=== block 1 ===
**Block 1: met2 routing**

(1 px per um)
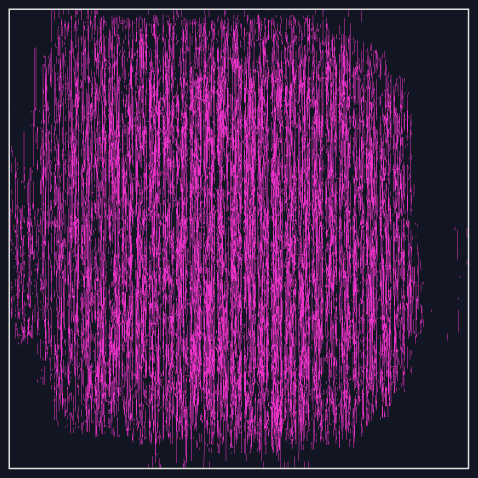

<file path="config.mk">
export PLATFORM = sky130hd
export DESIGN_NAME = dmem_ctrl_flat
export DESIGN_NICKNAME = d
export VERILOG_FILES = /design/src/rtl/dmem_ctrl_if.sv /design/src/rtl/dmem_ctrl.sv /design/src/flat_wrapper.sv
export SDC_FILE = /design/constraint.sdc
export NUM_CORES = 2
export LEC_CHECK = 0
export CORE_MARGIN = 2
export CORE_UTILIZATION = 40
export CTS_BUF_LIST = sky130_fd_sc_hd__clkbuf_8
export CTS_CLUSTER_DIAMETER = 60
export CTS_CLUSTER_SIZE = 40
export DETAILED_ROUTE_END_ITERATION = 10
export MAX_ROUTING_LAYER = met4
export PLACE_DENSITY = 0.53
export SYNTH_ARGS = -nofsm -noshare
export SYNTH_HDL_FRONTEND = slang
export SYNTH_SLANG_ARGS = --single-unit
</file>
<file path="constraint.sdc">
create_clock -name clk -period 5.6 [get_ports clk]
set_clock_uncertainty 0.15 [all_clocks]
set_input_delay 1.12 -clock clk [delete_from_list [all_inputs] [get_ports clk]]
set_output_delay 1.12 -clock clk [all_outputs]
set_load 0.05 [all_outputs]
</file>
<file path="src/rtl/dmem_ctrl_if.sv">
// dmem_ctrl_if: request/response bus between the core memory stage and the
// wait-state data-memory responder. Request and response each use a
// valid/ready handshake.
interface dmem_ctrl_if;
  // request channel (core -> responder)
  logic        req_valid;
  logic        req_ready;
  logic        req_we;
  logic [31:0] req_addr;
  logic [31:0] req_wdata;
  logic [3:0]  req_be;
  // response channel (responder -> core)
  logic        rsp_valid;
  logic        rsp_ready;
  logic [31:0] rsp_rdata;
  logic        rsp_err;

  modport master (
    output req_valid, req_we, req_addr, req_wdata, req_be, rsp_ready,
    input  req_ready, rsp_valid, rsp_rdata, rsp_err
  );

  modport slave (
    input  req_valid, req_we, req_addr, req_wdata, req_be, rsp_ready,
    output req_ready, rsp_valid, rsp_rdata, rsp_err
  );
endinterface

</file>
<file path="src/rtl/dmem_ctrl.sv">
// dmem_ctrl: wait-state data-memory responder.
// Accepts one load/store at a time, holds it WAIT cycles, then performs a
// word-addressed RAM access and presents the result until the core takes it.
// Stores return the word value that was in memory before the write.
// Misaligned or out-of-range accesses respond with rsp_err=1, rdata=0, and
// never write.
// Optional feature: define DMEM_CTRL_BE_EN to honour per-byte store enables;
// without it req_be is ignored and every good store writes the full word.
module dmem_ctrl #(
  parameter int DEPTH = 64,
  parameter int WAIT  = 2
) (
  input  logic        clk,
  input  logic        reset,
  dmem_ctrl_if.slave  bus
);

  localparam int IDX_W = (DEPTH > 1) ? $clog2(DEPTH) : 1;

  typedef enum logic [1:0] {ST_IDLE, ST_WAIT, ST_RESP} state_e;

  state_e      state_q, state_d;
  logic [3:0]  cnt_q,   cnt_d;
  logic        we_q,    we_d;
  logic [31:0] addr_q,  addr_d;
  logic [31:0] wdata_q, wdata_d;
  logic [31:0] rdata_q, rdata_d;
  logic        err_q,   err_d;

  // backing store: deliberately not reset, contents survive reset
  logic [31:0] mem [DEPTH];

  logic [IDX_W-1:0] idx;
  logic             acc_err;
  logic             access;
  logic             mem_we;
  logic [31:0]      mem_old;
  logic [31:0]      mem_new;
  logic             lanes_any;

  // word index and address checks work on the captured request only
  assign idx     = addr_q[IDX_W+1:2];
  assign acc_err = (addr_q[1:0] != 2'b00) ||
                   ({2'b00, addr_q[31:2]} >= 32'(DEPTH));
  assign access  = (state_q == ST_WAIT) && (cnt_q == 4'd0);
  assign mem_old = mem[idx];

`ifdef DMEM_CTRL_BE_EN
  logic [3:0] be_q, be_d;

  // merge enabled store lanes over the current word
  always_comb begin
    mem_new = mem_old;
    for (int b = 0; b < 4; b++) begin
      if (be_q[b]) mem_new[8*b +: 8] = wdata_q[8*b +: 8];
    end
  end

  // an all-zero byte mask still responds but leaves the word untouched
  assign lanes_any = |be_q;
`else
  // byte enables have no effect in this build
  logic unused_be;
  assign unused_be = ^bus.req_be;
  assign mem_new   = wdata_q;
  assign lanes_any = 1'b1;
`endif

  assign mem_we = access && we_q && !acc_err && lanes_any;

  // RAM write port, active only on the access edge of a good store
  always_ff @(posedge clk) begin
    if (mem_we) mem[idx] <= mem_new;
  end

  // handshake outputs decode registered state only; req_ready is held low
  // while reset is asserted so nothing is taken during reset
  assign bus.req_ready = (state_q == ST_IDLE) && !reset;
  assign bus.rsp_valid = (state_q == ST_RESP);
  assign bus.rsp_rdata = rdata_q;
  assign bus.rsp_err   = err_q;

  // state and request/response registers; reset drops any in-flight request
  always_ff @(posedge clk or posedge reset) begin
    if (reset) begin
      state_q <= ST_IDLE;
      cnt_q   <= 4'd0;
      we_q    <= 1'b0;
      addr_q  <= 32'd0;
      wdata_q <= 32'd0;
      rdata_q <= 32'd0;
      err_q   <= 1'b0;
`ifdef DMEM_CTRL_BE_EN
      be_q    <= 4'd0;
`endif
    end else begin
      state_q <= state_d;
      cnt_q   <= cnt_d;
      we_q    <= we_d;
      addr_q  <= addr_d;
      wdata_q <= wdata_d;
      rdata_q <= rdata_d;
      err_q   <= err_d;
`ifdef DMEM_CTRL_BE_EN
      be_q    <= be_d;
`endif
    end
  end

  // next-state: accept in IDLE, count down in WAIT, hold response in RESP
  always_comb begin
    state_d = state_q;
    cnt_d   = cnt_q;
    we_d    = we_q;
    addr_d  = addr_q;
    wdata_d = wdata_q;
    rdata_d = rdata_q;
    err_d   = err_q;
`ifdef DMEM_CTRL_BE_EN
    be_d    = be_q;
`endif
    unique case (state_q)
      ST_IDLE: begin
        if (bus.req_valid && bus.req_ready) begin
          we_d    = bus.req_we;
          addr_d  = bus.req_addr;
          wdata_d = bus.req_wdata;
`ifdef DMEM_CTRL_BE_EN
          be_d    = bus.req_be;
`endif
          cnt_d   = 4'(WAIT);
          state_d = ST_WAIT;
        end
      end
      ST_WAIT: begin
        if (cnt_q != 4'd0) begin
          cnt_d = cnt_q - 4'd1;
        end else begin
          // access edge: capture pre-write word (or zero on error)
          rdata_d = acc_err ? 32'd0 : mem_old;
          err_d   = acc_err;
          state_d = ST_RESP;
        end
      end
      ST_RESP: begin
        if (bus.rsp_ready) state_d = ST_IDLE;
      end
      default: state_d = ST_IDLE;
    endcase
  end

endmodule
</file>
<file path="src/flat_wrapper.sv">
// flat-port wrapper written by rule: the top's interface ports become plain ports
module dmem_ctrl_flat 
#(
  parameter int DEPTH = 64,
  parameter int WAIT  = 2
)
  (clk, reset, bus_req_valid, bus_req_we, bus_req_addr, bus_req_wdata, bus_req_be, bus_rsp_ready, bus_req_ready, bus_rsp_valid, bus_rsp_rdata, bus_rsp_err);
  dmem_ctrl_if bus_i ();
  input  logic clk;
  input  logic reset;
  input wire logic [$bits(bus_i.req_valid)-1:0] bus_req_valid;
  input wire logic [$bits(bus_i.req_we)-1:0] bus_req_we;
  input wire logic [$bits(bus_i.req_addr)-1:0] bus_req_addr;
  input wire logic [$bits(bus_i.req_wdata)-1:0] bus_req_wdata;
  input wire logic [$bits(bus_i.req_be)-1:0] bus_req_be;
  input wire logic [$bits(bus_i.rsp_ready)-1:0] bus_rsp_ready;
  output wire logic [$bits(bus_i.req_ready)-1:0] bus_req_ready;
  output wire logic [$bits(bus_i.rsp_valid)-1:0] bus_rsp_valid;
  output wire logic [$bits(bus_i.rsp_rdata)-1:0] bus_rsp_rdata;
  output wire logic [$bits(bus_i.rsp_err)-1:0] bus_rsp_err;
  assign bus_i.req_valid = bus_req_valid;
  assign bus_i.req_we = bus_req_we;
  assign bus_i.req_addr = bus_req_addr;
  assign bus_i.req_wdata = bus_req_wdata;
  assign bus_i.req_be = bus_req_be;
  assign bus_i.rsp_ready = bus_rsp_ready;
  assign bus_req_ready = bus_i.req_ready;
  assign bus_rsp_valid = bus_i.rsp_valid;
  assign bus_rsp_rdata = bus_i.rsp_rdata;
  assign bus_rsp_err = bus_i.rsp_err;
  dmem_ctrl #(.DEPTH(DEPTH), .WAIT(WAIT)) u_core (.clk(clk), .reset(reset), .bus(bus_i));
endmodule
</file>
=== block 2 ===
==> src/rtl/shift_pkg.sv <==
// Shared encodings for the iterative shift engine: operation codes and FSM states.
package shift_pkg;

    typedef enum logic [2:0] {
        OP_SLL  = 3'b000,
        OP_SRL  = 3'b001,
        OP_SRA  = 3'b010,
        OP_ROR  = 3'b011,
        OP_ROL  = 3'b100,
        OP_PASS = 3'b101
    } op_t;

    typedef enum logic [1:0] {
        ST_IDLE  = 2'b00,
        ST_SHIFT = 2'b01,
        ST_DONE  = 2'b10
    } state_t;

    // Codes 101..111 all collapse onto PASS.
    function automatic op_t decode_op(input logic [2:0] raw);
        return (raw > 3'b100) ? OP_PASS : op_t'(raw);
    endfunction

endpackage

==> src/rtl/shift_step.sv <==
// Combinational single step of the shift engine: moves the operand by one bit,
// or by two bits when 'two' is set.
module shift_step
    import shift_pkg::*;
#(
    parameter int WIDTH = 8
) (
    input  logic [WIDTH-1:0] d,
    input  op_t              op,
    input  logic             two,
    output logic [WIDTH-1:0] q
);

    logic [WIDTH-1:0] q1;
    logic [WIDTH-1:0] q2;

    always_comb begin
        q1 = d;
        q2 = d;
        unique case (op)
            OP_SLL: begin
                q1 = {d[WIDTH-2:0], 1'b0};
                q2 = {d[WIDTH-3:0], 2'b00};
            end
            OP_SRL: begin
                q1 = {1'b0, d[WIDTH-1:1]};
                q2 = {2'b00, d[WIDTH-1:2]};
            end
            OP_SRA: begin
                q1 = {d[WIDTH-1], d[WIDTH-1:1]};
                q2 = {{2{d[WIDTH-1]}}, d[WIDTH-1:2]};
            end
            OP_ROR: begin
                q1 = {d[0], d[WIDTH-1:1]};
                q2 = {d[1:0], d[WIDTH-1:2]};
            end
            OP_ROL: begin
                q1 = {d[WIDTH-2:0], d[WIDTH-1]};
                q2 = {d[WIDTH-3:0], d[WIDTH-1:WIDTH-2]};
            end
            default: begin
                q1 = d;
                q2 = d;
            end
        endcase
    end

    assign q = two ? q2 : q1;

endmodule

==> src/rtl/seq_shifter.sv <==
// Multi-cycle shift/rotate engine behind valid/ready request and result ports.
// Define SEQ_SHIFTER_FAST_EN to retire two bit positions per cycle where possible.
module seq_shifter
    import shift_pkg::*;
#(
    parameter int WIDTH = 8,
    parameter int AMT_W = $clog2(WIDTH)
) (
    input  logic             clk,
    input  logic             rst_n,
    input  logic             in_valid,
    output logic             in_ready,
    input  logic [WIDTH-1:0] in_data,
    input  logic [AMT_W-1:0] in_amt,
    input  logic [2:0]       in_op,
    output logic             out_valid,
    input  logic             out_ready,
    output logic [WIDTH-1:0] out_data,
    output logic             busy
);

    state_t           state;
    logic [WIDTH-1:0] data_q;
    logic [WIDTH-1:0] step_q;
    logic [AMT_W-1:0] cnt_q;
    op_t              op_q;
    op_t              op_in;
    logic             two;
    logic             last;

    assign op_in = decode_op(in_op);

`ifdef SEQ_SHIFTER_FAST_EN
    assign two  = (cnt_q >= AMT_W'(2));
    assign last = (cnt_q <= AMT_W'(2));
`else
    assign two  = 1'b0;
    assign last = (cnt_q == AMT_W'(1));
`endif

    shift_step #(.WIDTH(WIDTH)) u_step (
        .d   (data_q),
        .op  (op_q),
        .two (two),
        .q   (step_q)
    );

    // The working register doubles as the result register; it is frozen in DONE.
    assign out_data = data_q;

    always_ff @(posedge clk or negedge rst_n) begin
        if (!rst_n) begin
            state     <= ST_IDLE;
            data_q    <= '0;
            cnt_q     <= '0;
            op_q      <= OP_SLL;
            in_ready  <= 1'b1;
            out_valid <= 1'b0;
            busy      <= 1'b0;
        end else begin
            unique case (state)
                ST_IDLE: begin
                    if (in_valid) begin
                        data_q   <= in_data;
                        cnt_q    <= in_amt;
                        op_q     <= op_in;
                        in_ready <= 1'b0;
                        busy     <= 1'b1;
                        if (in_amt == '0 || op_in == OP_PASS) begin
                            state     <= ST_DONE;
                            out_valid <= 1'b1;
                        end else begin
                            state <= ST_SHIFT;
                        end
                    end
                end
                ST_SHIFT: begin
                    data_q <= step_q;
                    cnt_q  <= cnt_q - (two ? AMT_W'(2) : AMT_W'(1));
                    if (last) begin
                        state     <= ST_DONE;
                        out_valid <= 1'b1;
                    end
                end
                ST_DONE: begin
                    if (out_ready) begin
                        state     <= ST_IDLE;
                        out_valid <= 1'b0;
                        in_ready  <= 1'b1;
                        busy      <= 1'b0;
                    end
                end
                default: begin
                    state     <= ST_IDLE;
                    in_ready  <= 1'b1;
                    out_valid <= 1'b0;
                    busy      <= 1'b0;
                end
            endcase
        end
    end

endmodule

==> config.mk <==
export PLATFORM = sky130hd
export DESIGN_NAME = seq_shifter
export DESIGN_NICKNAME = d
export VERILOG_FILES = /design/src/rtl/shift_pkg.sv /design/src/rtl/shift_step.sv /design/src/rtl/seq_shifter.sv
export SDC_FILE = /design/constraint.sdc
export NUM_CORES = 1
export LEC_CHECK = 0
export CORE_MARGIN = 10
export CORE_UTILIZATION = 49
export CTS_BUF_LIST = sky130_fd_sc_hd__clkbuf_8
export DETAILED_ROUTE_END_ITERATION = 8
export HOLD_SLACK_MARGIN = 0.08
export PLACE_DENSITY = 0.81
export SYNTH_ARGS = -nofsm -noshare
export SYNTH_HDL_FRONTEND = slang
export SYNTH_SLANG_ARGS = --single-unit
==> constraint.sdc <==
create_clock -name clk -period 1.7 [get_ports clk]
set_input_delay 0.255 -clock clk [delete_from_list [all_inputs] [get_ports clk]]
set_output_delay 0.255 -clock clk [all_outputs]
set_load 0.02 [all_outputs]
=== block 3 ===
**config.mk**
```make
export PLATFORM = sky130hd
export DESIGN_NAME = bcd_count_ctrl
export DESIGN_NICKNAME = d
export VERILOG_FILES = /design/src/rtl/bcd_count_ctrl.sv
export SDC_FILE = /design/constraint.sdc
export NUM_CORES = 1
export LEC_CHECK = 0
export CAP_MARGIN = 15
export CORE_ASPECT_RATIO = 0.9
export CORE_MARGIN = 3
export CORE_UTILIZATION = 25
export CTS_BUF_LIST = sky130_fd_sc_hd__clkbuf_16
export DETAILED_ROUTE_END_ITERATION = 16
export GPL_TIMING_DRIVEN = 0
export PLACE_DENSITY = 0.55
export SYNTH_ARGS = -nofsm -noshare
export SYNTH_HDL_FRONTEND = slang
export SYNTH_SLANG_ARGS = --single-unit
```
**constraint.sdc**
```tcl
create_clock -name clk -period 3.23 [get_ports clk]
set_input_delay 0.8075 -clock clk [delete_from_list [all_inputs] [get_ports clk]]
set_output_delay 0.8075 -clock clk [all_outputs]
set_load 0.02 [all_outputs]
```
**src/rtl/bcd_count_ctrl.sv**
```systemverilog
// bcd_count_ctrl: sequencer for a 12-bit (3-digit) BCD incrementor.
//   Owns the BCD count register and prescales clk down to a count tick.
//   On each tick it enables the external incrementor and writes back its result.
//   Command inputs clear/load/stop/start are 1-cycle pulses, in that priority order.
// Optional feature macro: BCD_CTRL_SATURATE_EN
//   Defined: the count stops at 999 and the sequencer drops to HOLD.
//   Undefined: the count wraps 999 -> 000 and pulses wrap.
module bcd_count_ctrl #(
  parameter int TICK_DIV = 100_000_000,
  parameter int TICK_W   = $clog2(TICK_DIV) + 1
) (
  input  logic        clk,
  input  logic        reset_n,
  input  logic        start,
  input  logic        stop,
  input  logic        clear,
  input  logic        load,
  input  logic [11:0] load_val,
  input  logic [11:0] bcd_next,
  output logic [11:0] bcd_cur,
  output logic        inc_en,
  output logic [11:0] count,
  output logic        running,
  output logic        wrap,
  output logic        load_err
);

  typedef enum logic [1:0] {
    IDLE = 2'd0,
    RUN  = 2'd1,
    HOLD = 2'd2
  } state_t;

  // Command bundle, decoded once so the priority chain reads cleanly.
  typedef struct packed {
    logic clr;
    logic ld;
    logic stp;
    logic sta;
  } cmd_t;

  localparam logic [TICK_W-1:0] PRESC_MAX = TICK_W'(TICK_DIV - 1);
  localparam logic [11:0]       BCD_MAX   = 12'h999;

  state_t            state_q, state_d;
  logic [TICK_W-1:0] presc_q, presc_d;
  logic [11:0]       count_q, count_d;
  logic              run_q, run_d;
  logic              wrap_q, wrap_d;
  logic              lerr_q, lerr_d;

  cmd_t              cmd;
  logic [2:0]        dig_ok;
  logic              lv_ok;
  logic              tick;
  logic              at_max;

  assign cmd = '{clr: clear, ld: load, stp: stop, sta: start};

  // Each preset digit {hund,tens,ones} must be a legal BCD value.
  always_comb begin
    dig_ok = '0;
    for (int i = 0; i < 3; i++) begin
      dig_ok[i] = (load_val[4*i +: 4] <= 4'd9);
    end
  end

  assign lv_ok  = &dig_ok;
  assign at_max = (count_q == BCD_MAX);

  // The tick comes from registers only. Commands cannot reach inc_en combinationally.
  assign tick = (state_q == RUN) && (presc_q == PRESC_MAX);

`ifdef BCD_CTRL_SATURATE_EN
  // Never ask the incrementor to step past 999.
  assign inc_en = tick && !at_max;
`else
  assign inc_en = tick;
`endif

  // Next-state, prescaler and count update, applying the command priority.
  always_comb begin
    state_d = state_q;
    presc_d = presc_q;
    count_d = count_q;
    wrap_d  = 1'b0;
    lerr_d  = 1'b0;
    if (cmd.clr) begin
      state_d = IDLE;
      presc_d = '0;
      count_d = 12'h000;
    end else if (cmd.ld) begin
      // The load restarts the tick period whether or not the preset is accepted.
      presc_d = '0;
      if (lv_ok) count_d = load_val;
      else       lerr_d  = 1'b1;
    end else if (cmd.stp) begin
      // The prescaler is frozen at its current value so a later start resumes mid-period.
      if (state_q == RUN) state_d = HOLD;
    end else begin
      unique case (state_q)
        IDLE: begin
          presc_d = '0;
          if (cmd.sta) state_d = RUN;
        end
        HOLD: begin
          if (cmd.sta) state_d = RUN;
        end
        RUN: begin
          if (tick) begin
            presc_d = '0;
`ifdef BCD_CTRL_SATURATE_EN
            if (at_max) state_d = HOLD;
            else        count_d = bcd_next;
`else
            count_d = bcd_next;
            wrap_d  = at_max;
`endif
          end else begin
            presc_d = presc_q + TICK_W'(1);
          end
        end
        default: begin
          state_d = IDLE;
          presc_d = '0;
        end
      endcase
    end
  end

  assign run_d = (state_d == RUN);

  // State and output registers. An asynchronous reset discards any pending increment.
  always_ff @(posedge clk or negedge reset_n) begin
    if (!reset_n) begin
      state_q <= IDLE;
      presc_q <= '0;
      count_q <= 12'h000;
      run_q   <= 1'b0;
      wrap_q  <= 1'b0;
      lerr_q  <= 1'b0;
    end else begin
      state_q <= state_d;
      presc_q <= presc_d;
      count_q <= count_d;
      run_q   <= run_d;
      wrap_q  <= wrap_d;
      lerr_q  <= lerr_d;
    end
  end

  assign bcd_cur  = count_q;
  assign count    = count_q;
  assign running  = run_q;
  assign wrap     = wrap_q;
  assign load_err = lerr_q;

endmodule

```

==> layout pictures side by side <==
Supply network.
picture 1
Pins as bars on the die edge.
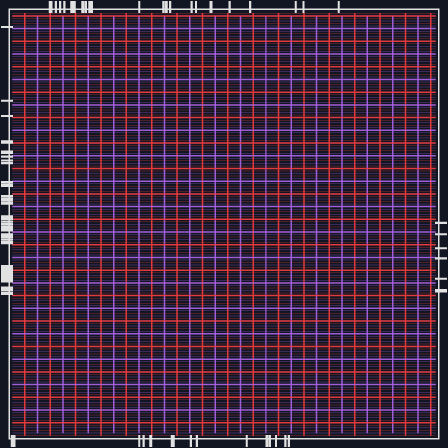
picture 2
(3 px per um) Pins as bars on the die edge.
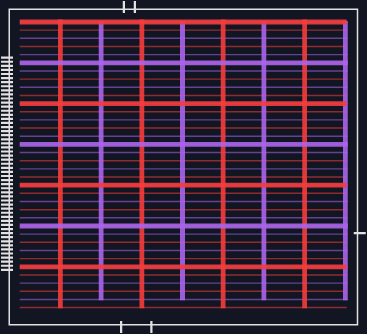
picture 3
(6 px per um) Pins as bars on the die edge.
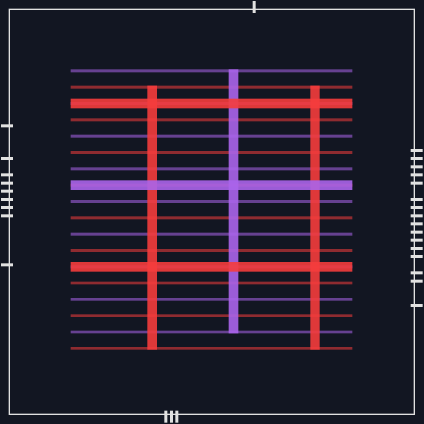
| from | picture |
|---|---|
| block 2 | picture 3 |
| block 1 | picture 1 |
| block 3 | picture 2 |
The one with the most pins is picture 1.
The one with the fewest pins is picture 3.

Key to picture 3:
- purple: VDD
- red: VSS
- signal pins: 29
- met5 straps: 3
- met4 straps: 3
- rows: 17

**Block 3: met2 routing**

(3 px per um)
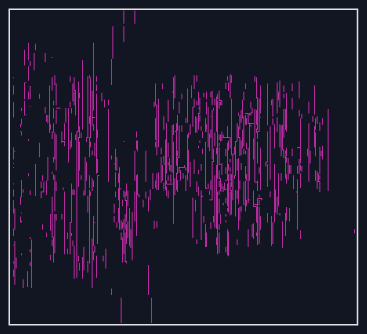
- longest straight run: 48.6 um
- nets with wire on the layer: 333
- main direction: vertical
- share of all routed wire: 42%
- wire length on this layer: 2,980 um
GRT met2 Usage: 17.9%
WL final: 7.09 mm
Vias: 2,402

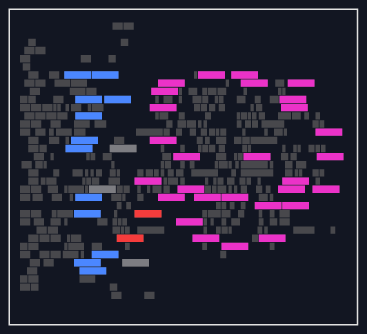
**Above:** block 3 (where the registers sit).
(3 px per um) Other sequential cells in the stronger gray, the rest of the logic in the fainter gray.
- blue: bcd_cur (sequential cells 12)
- red: state_q (sequential cells 2)
- magenta: presc_q (sequential cells 28)
Register Area: 1130 um^2
Power Sequential: 0.000606 W
Finished Core Util: 34.6%
Seq/total area: 31.3%

==> run_results.csv, block 3 <==
group,metric,value,unit
timing,final_max_slew_viol_count,0,
grt,grt_pass1_vias,2422,
logic_synthesis,yosysCellCount,289,
logic_synthesis,flop_cell,"dfrtp_1",
timing,worst_slew_pin_slew,0.638,ns
timing,fin_setup_tns,0,ns
finish,clock_area_share,4.63,%
finish,inv_count,7,
grt,antenna_found_initial,0,
clock_tree,ctsHtreeMaxLevel,2,
run_status,outcome,"finished clean",
die,fp-utilization,26.0,%
worst_setup_path,worstPathRequired,2.42,ns
power,intPower,0.00110,W
clock_tree,clk_transition_reported_paths,0.06,ns
die,io_pins,58,
placed_design,gp_congestion,0.830,
timing,hold_viol,0,
timing,rsz0062_at_grt,"false",
logic_synthesis,ys_sh_xor,3.24,%
grt,grt-ovfl-total,0,
logic_synthesis,topCombFamilyByArea,"simple AND/OR/NAND/NOR gates",
timing,fmax,334,MHz
clock_tree,clk_path_buf_depth,2,
clock_tree,postCtsSetupBuffers,0,
worst_setup_path,cp.depth,6,
finish,mostFrequentLayoutCells,"clkdlybuf4s50_1 (53), dfrtp_1 (45), nor2_1 (37)",
worst_setup_path,worstSetupStartpointType,"register",
logic_synthesis,ys_sh_mux,11.9,%
min_path,hold_class,"input port to async pin",
logic_synthesis,yosys_warnings,0,
run,max_cap_violations,0,
logic_synthesis,synthDistinctLibCells,47,
worst_setup_path,startpoint,"presc_q[0]",
finish,drive_above_1_share,10.8,%
-- block 3: stage by stage --
stage / cell area [um^2] / hold slack, ns / worst slack (ns) / total power (W)
after floorplan: 2700 / 0.469 / 0.993 / 0.000754
after global placement: 3410 / 0.488 / -0.00497 / 0.000892
after detailed placement: 3430 / 0.497 / 0.248 / 0.000895
after CTS: 3590 / 0.475 / 0.220 / 0.00148
after global routing: 3590 / 0.493 / 0.0189 / 0.00153
final: 3590 / 0.463 / 0.236 / 0.00146
-- block 3: routing by layer --
metal / vias to the layer above / track usage, % / part of all wire (%)
met3: 5 / 4.57 / 8.6
li1: 1167 / - / -
met5: - / 0 / 0
met2: 80 / 17.9 / 42
met1: 1150 / 17.0 / 49
met4: 0 / 2.77 / 0.86
-- block 3: synthesized netlist by cell type, types with 3 or more instances --
cell type and instances:
nor2_1 37, nand2b_1 4, mux2_4 10, o22ai_1 4
dfrtp_1 45, mux2i_1 15, xor2_1 7, and3_1 5
xnor2_1 3, o21ai_0 13, a21oi_1 13, clkbuf_1 11
nand4_1 14, buf_4 12, inv_1 7, nand2_1 16
nor2b_1 4, nor4bb_1 3, and4_1 4, nor4_1 9
nor3_1 5, nand3_1 14, or3_1 4
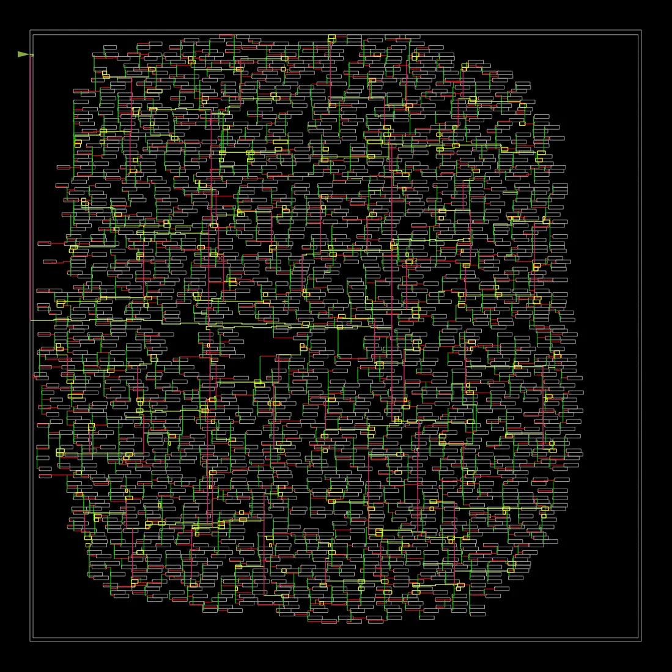
**Above:** block 1 (clock routing).
clock latency (worst-skew pair): 0.97 ns
FFs & Latches: 2,152
clock sinks: 2,152
total CTS buffers: 140

## Picture notes: 'met2 routing' of block 1
- nets with wire on the layer: 3,960
- wire length on this layer: 131 mm

==> run_results.csv, block 1 <==
group,metric,value,unit
drt,routed_wl,280,mm
drt,first_pass_iters,7,
run_status,outcome,"finished clean",
placed_design,io_buffer_count,103,
logic_synthesis,ys_sh_mux,9.50,%
power,p_seq,0.0211,W
grt,grt_util_met2,41.0,%
run,max_cap_violations,0,
timing,fin_setup_tns,0,ns
worst_setup_path,crit_path_max_incr_delay,0.90,ns
worst_setup_path,path_delay_family,"simple AND/OR/NAND/NOR gates",
finish,largest_reg_flops,2048,
logic_synthesis,synth-edff-count,2048,
worst_setup_path,cp_common_cell,"nand2_1",
clock_tree,ctsHtreeMaxLevel,4,
finish,nNetsFinal,4726,
logic_synthesis,adder_share,0.0304,%
finish,clock_area_share,3.48,%
worst_setup_path,worstSetupStartpointType,"register",
placed_design,dp.cells,7197,
logic_synthesis,synth_nets,4494,
finish,biggestCellCategory,"registers",
timing,fmax,235,MHz
run,tool_warnings,32,
logic_synthesis,yosys_warnings,0,
-- block 1: cells in the mapped netlist, types with 5 or more instances --
library cell,number
edfxtp_1,2048
o22ai_1,269
mux2i_1,244
mux2_2,200
o221ai_1,161
nor2_1,148
mux4_2,139
a21oi_1,132
nand2_1,129
o21ai_0,117
buf_2,112
dfrtp_1,104
clkbuf_1,86
a22oi_1,70
buf_4,48
a211oi_1,33
buf_6,31
a221oi_1,26
a32o_1,21
nand3_1,21
nor3_1,20
o22a_1,20
a22o_1,18
a222oi_1,16
buf_1,15
a2111oi_0,12
and3_1,12
nor4_1,12
nand2b_1,11
nor2b_1,11
o31ai_1,10
a2bb2oi_1,9
a221o_1,8
a31oi_1,8
o211ai_1,8
or2_2,8
inv_1,6
or3_1,6
a211o_1,5
-- block 1: worst paths after layout --
check	start	end	cells after the start
setup reg to reg	u_core.addr_q[6]	u_core.mem[30][7]	5
setup / recovery	u_core.addr_q[6]	u_core.mem[30][7]	5
hold / removal	u_core.mem_new[1]	u_core.mem[3][1]	0
hold reg to reg	u_core.mem_new[1]	u_core.mem[3][1]	0
min in group asynchronous	reset	u_core.addr_q[10]	2
max in group asynchronous	reset	u_core.bus.rsp_rdata[22]	3
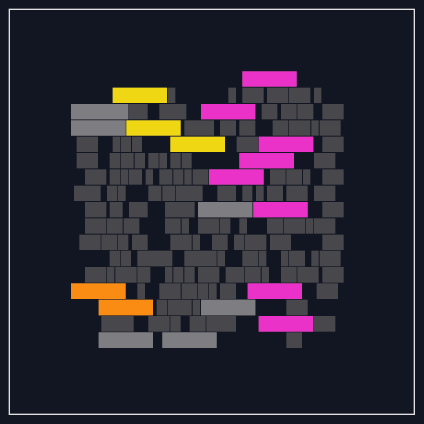
**Above:** block 2 (where the registers sit).
(6 px per um) Other sequential cells in the stronger gray, the rest of the logic in the fainter gray.
- yellow: cnt_q (sequential cells 3)
- magenta: out_data (sequential cells 8)
- orange: state (sequential cells 2)
- not colored: 6

==> run_results.csv, block 2 <==
group,metric,value,unit
run_status,outcome,"finished clean",
grt,grt_max_degree,20,
worst_setup_path,crit_fanout,4,
worst_setup_path,arrival,1.30,ns
clock_tree,ctsHtreeMaxLevel,1,
logic_synthesis,synth.most_common_cell,"dfrtp_1",
grt,use_met3,4.13,%
die,core_area,2170,um^2
logic_synthesis,synth_nets,134,
drt,first_pass_iters,4,
finish,combAreaFraction,37.4,%
logic_synthesis,top_area_cell,"dfrtp_1",
die,die-area,4530,um^2
logic_synthesis,ys_seq_share,43.5,%
grt,grt-ovfl-total,0,
grt,grt_pass1_vias,1086,
logic_synthesis,yosysChipArea,1090,um^2
-- block 2: registers in the layout, summed over array words and instances (netlist names) --
signal	count
out_data	8
cnt_q	3
op_q	3
state	2
busy	1
in_ready	1
out_valid	1
-- block 2: cell families after synthesis --
logic type,share of synthesized area (%)
muxes,9.71
AOI/OAI and AO/OA,26.9
DFF,43.5
buffers and inverters,5.60
adders and majority gates,2.29
and+or+nand+nor,12.0
-- block 2: final timing paths --
kind                              from     endpoint  slack (ns)  cells after the start
min in group clk              in_ready     in_ready        0.51                      2
hold reg to reg               in_ready     in_ready        0.51                      2
hold / removal                   rst_n      op_q[0]        0.33                      2
max in group asynchronous        rst_n     in_ready        1.11                      2
setup reg to reg              cnt_q[1]    out_valid        0.20                      6
setup / recovery           out_data[2]  out_data[2]        0.14                      1
-- block 2: stage by stage --
stage               cell area, um^2  hold slack (ns)  setup WS (ns)
floorplan                      1090          -0.0406          0.302
global placement               1440            0.483         0.0550
detailed placement             1440            0.500        0.00964
CTS                            1490            0.346         0.0254
global route                   1490            0.367         0.0984
finish                         1490            0.332          0.144


==> layout pictures side by side <==
Placement density heat map.
(a)
The die is cut into 23 by 23 equal tiles; black is low, pale yellow is high, 0 to 100% covered.
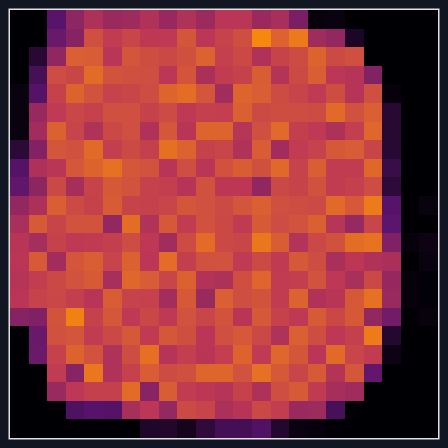
(b)
(3 px per um) The die is cut into 12 by 10 equal tiles; black is low, pale yellow is high, 0 to 100% covered.
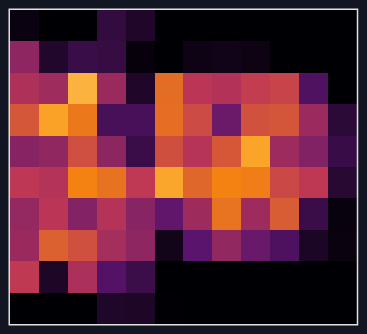
(c)
(6 px per um) The die is cut into 7 by 7 equal tiles; black is low, pale yellow is high, 0 to 100% covered.
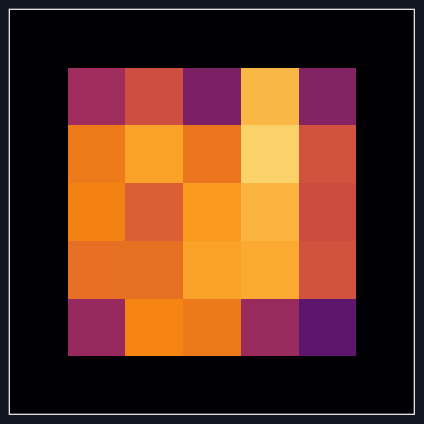
- (b) = block 3
- (c) = block 2
- (a) = block 1
The one with the highest utilization is (c).

Power is estimated from default activity; no workload was simulated.
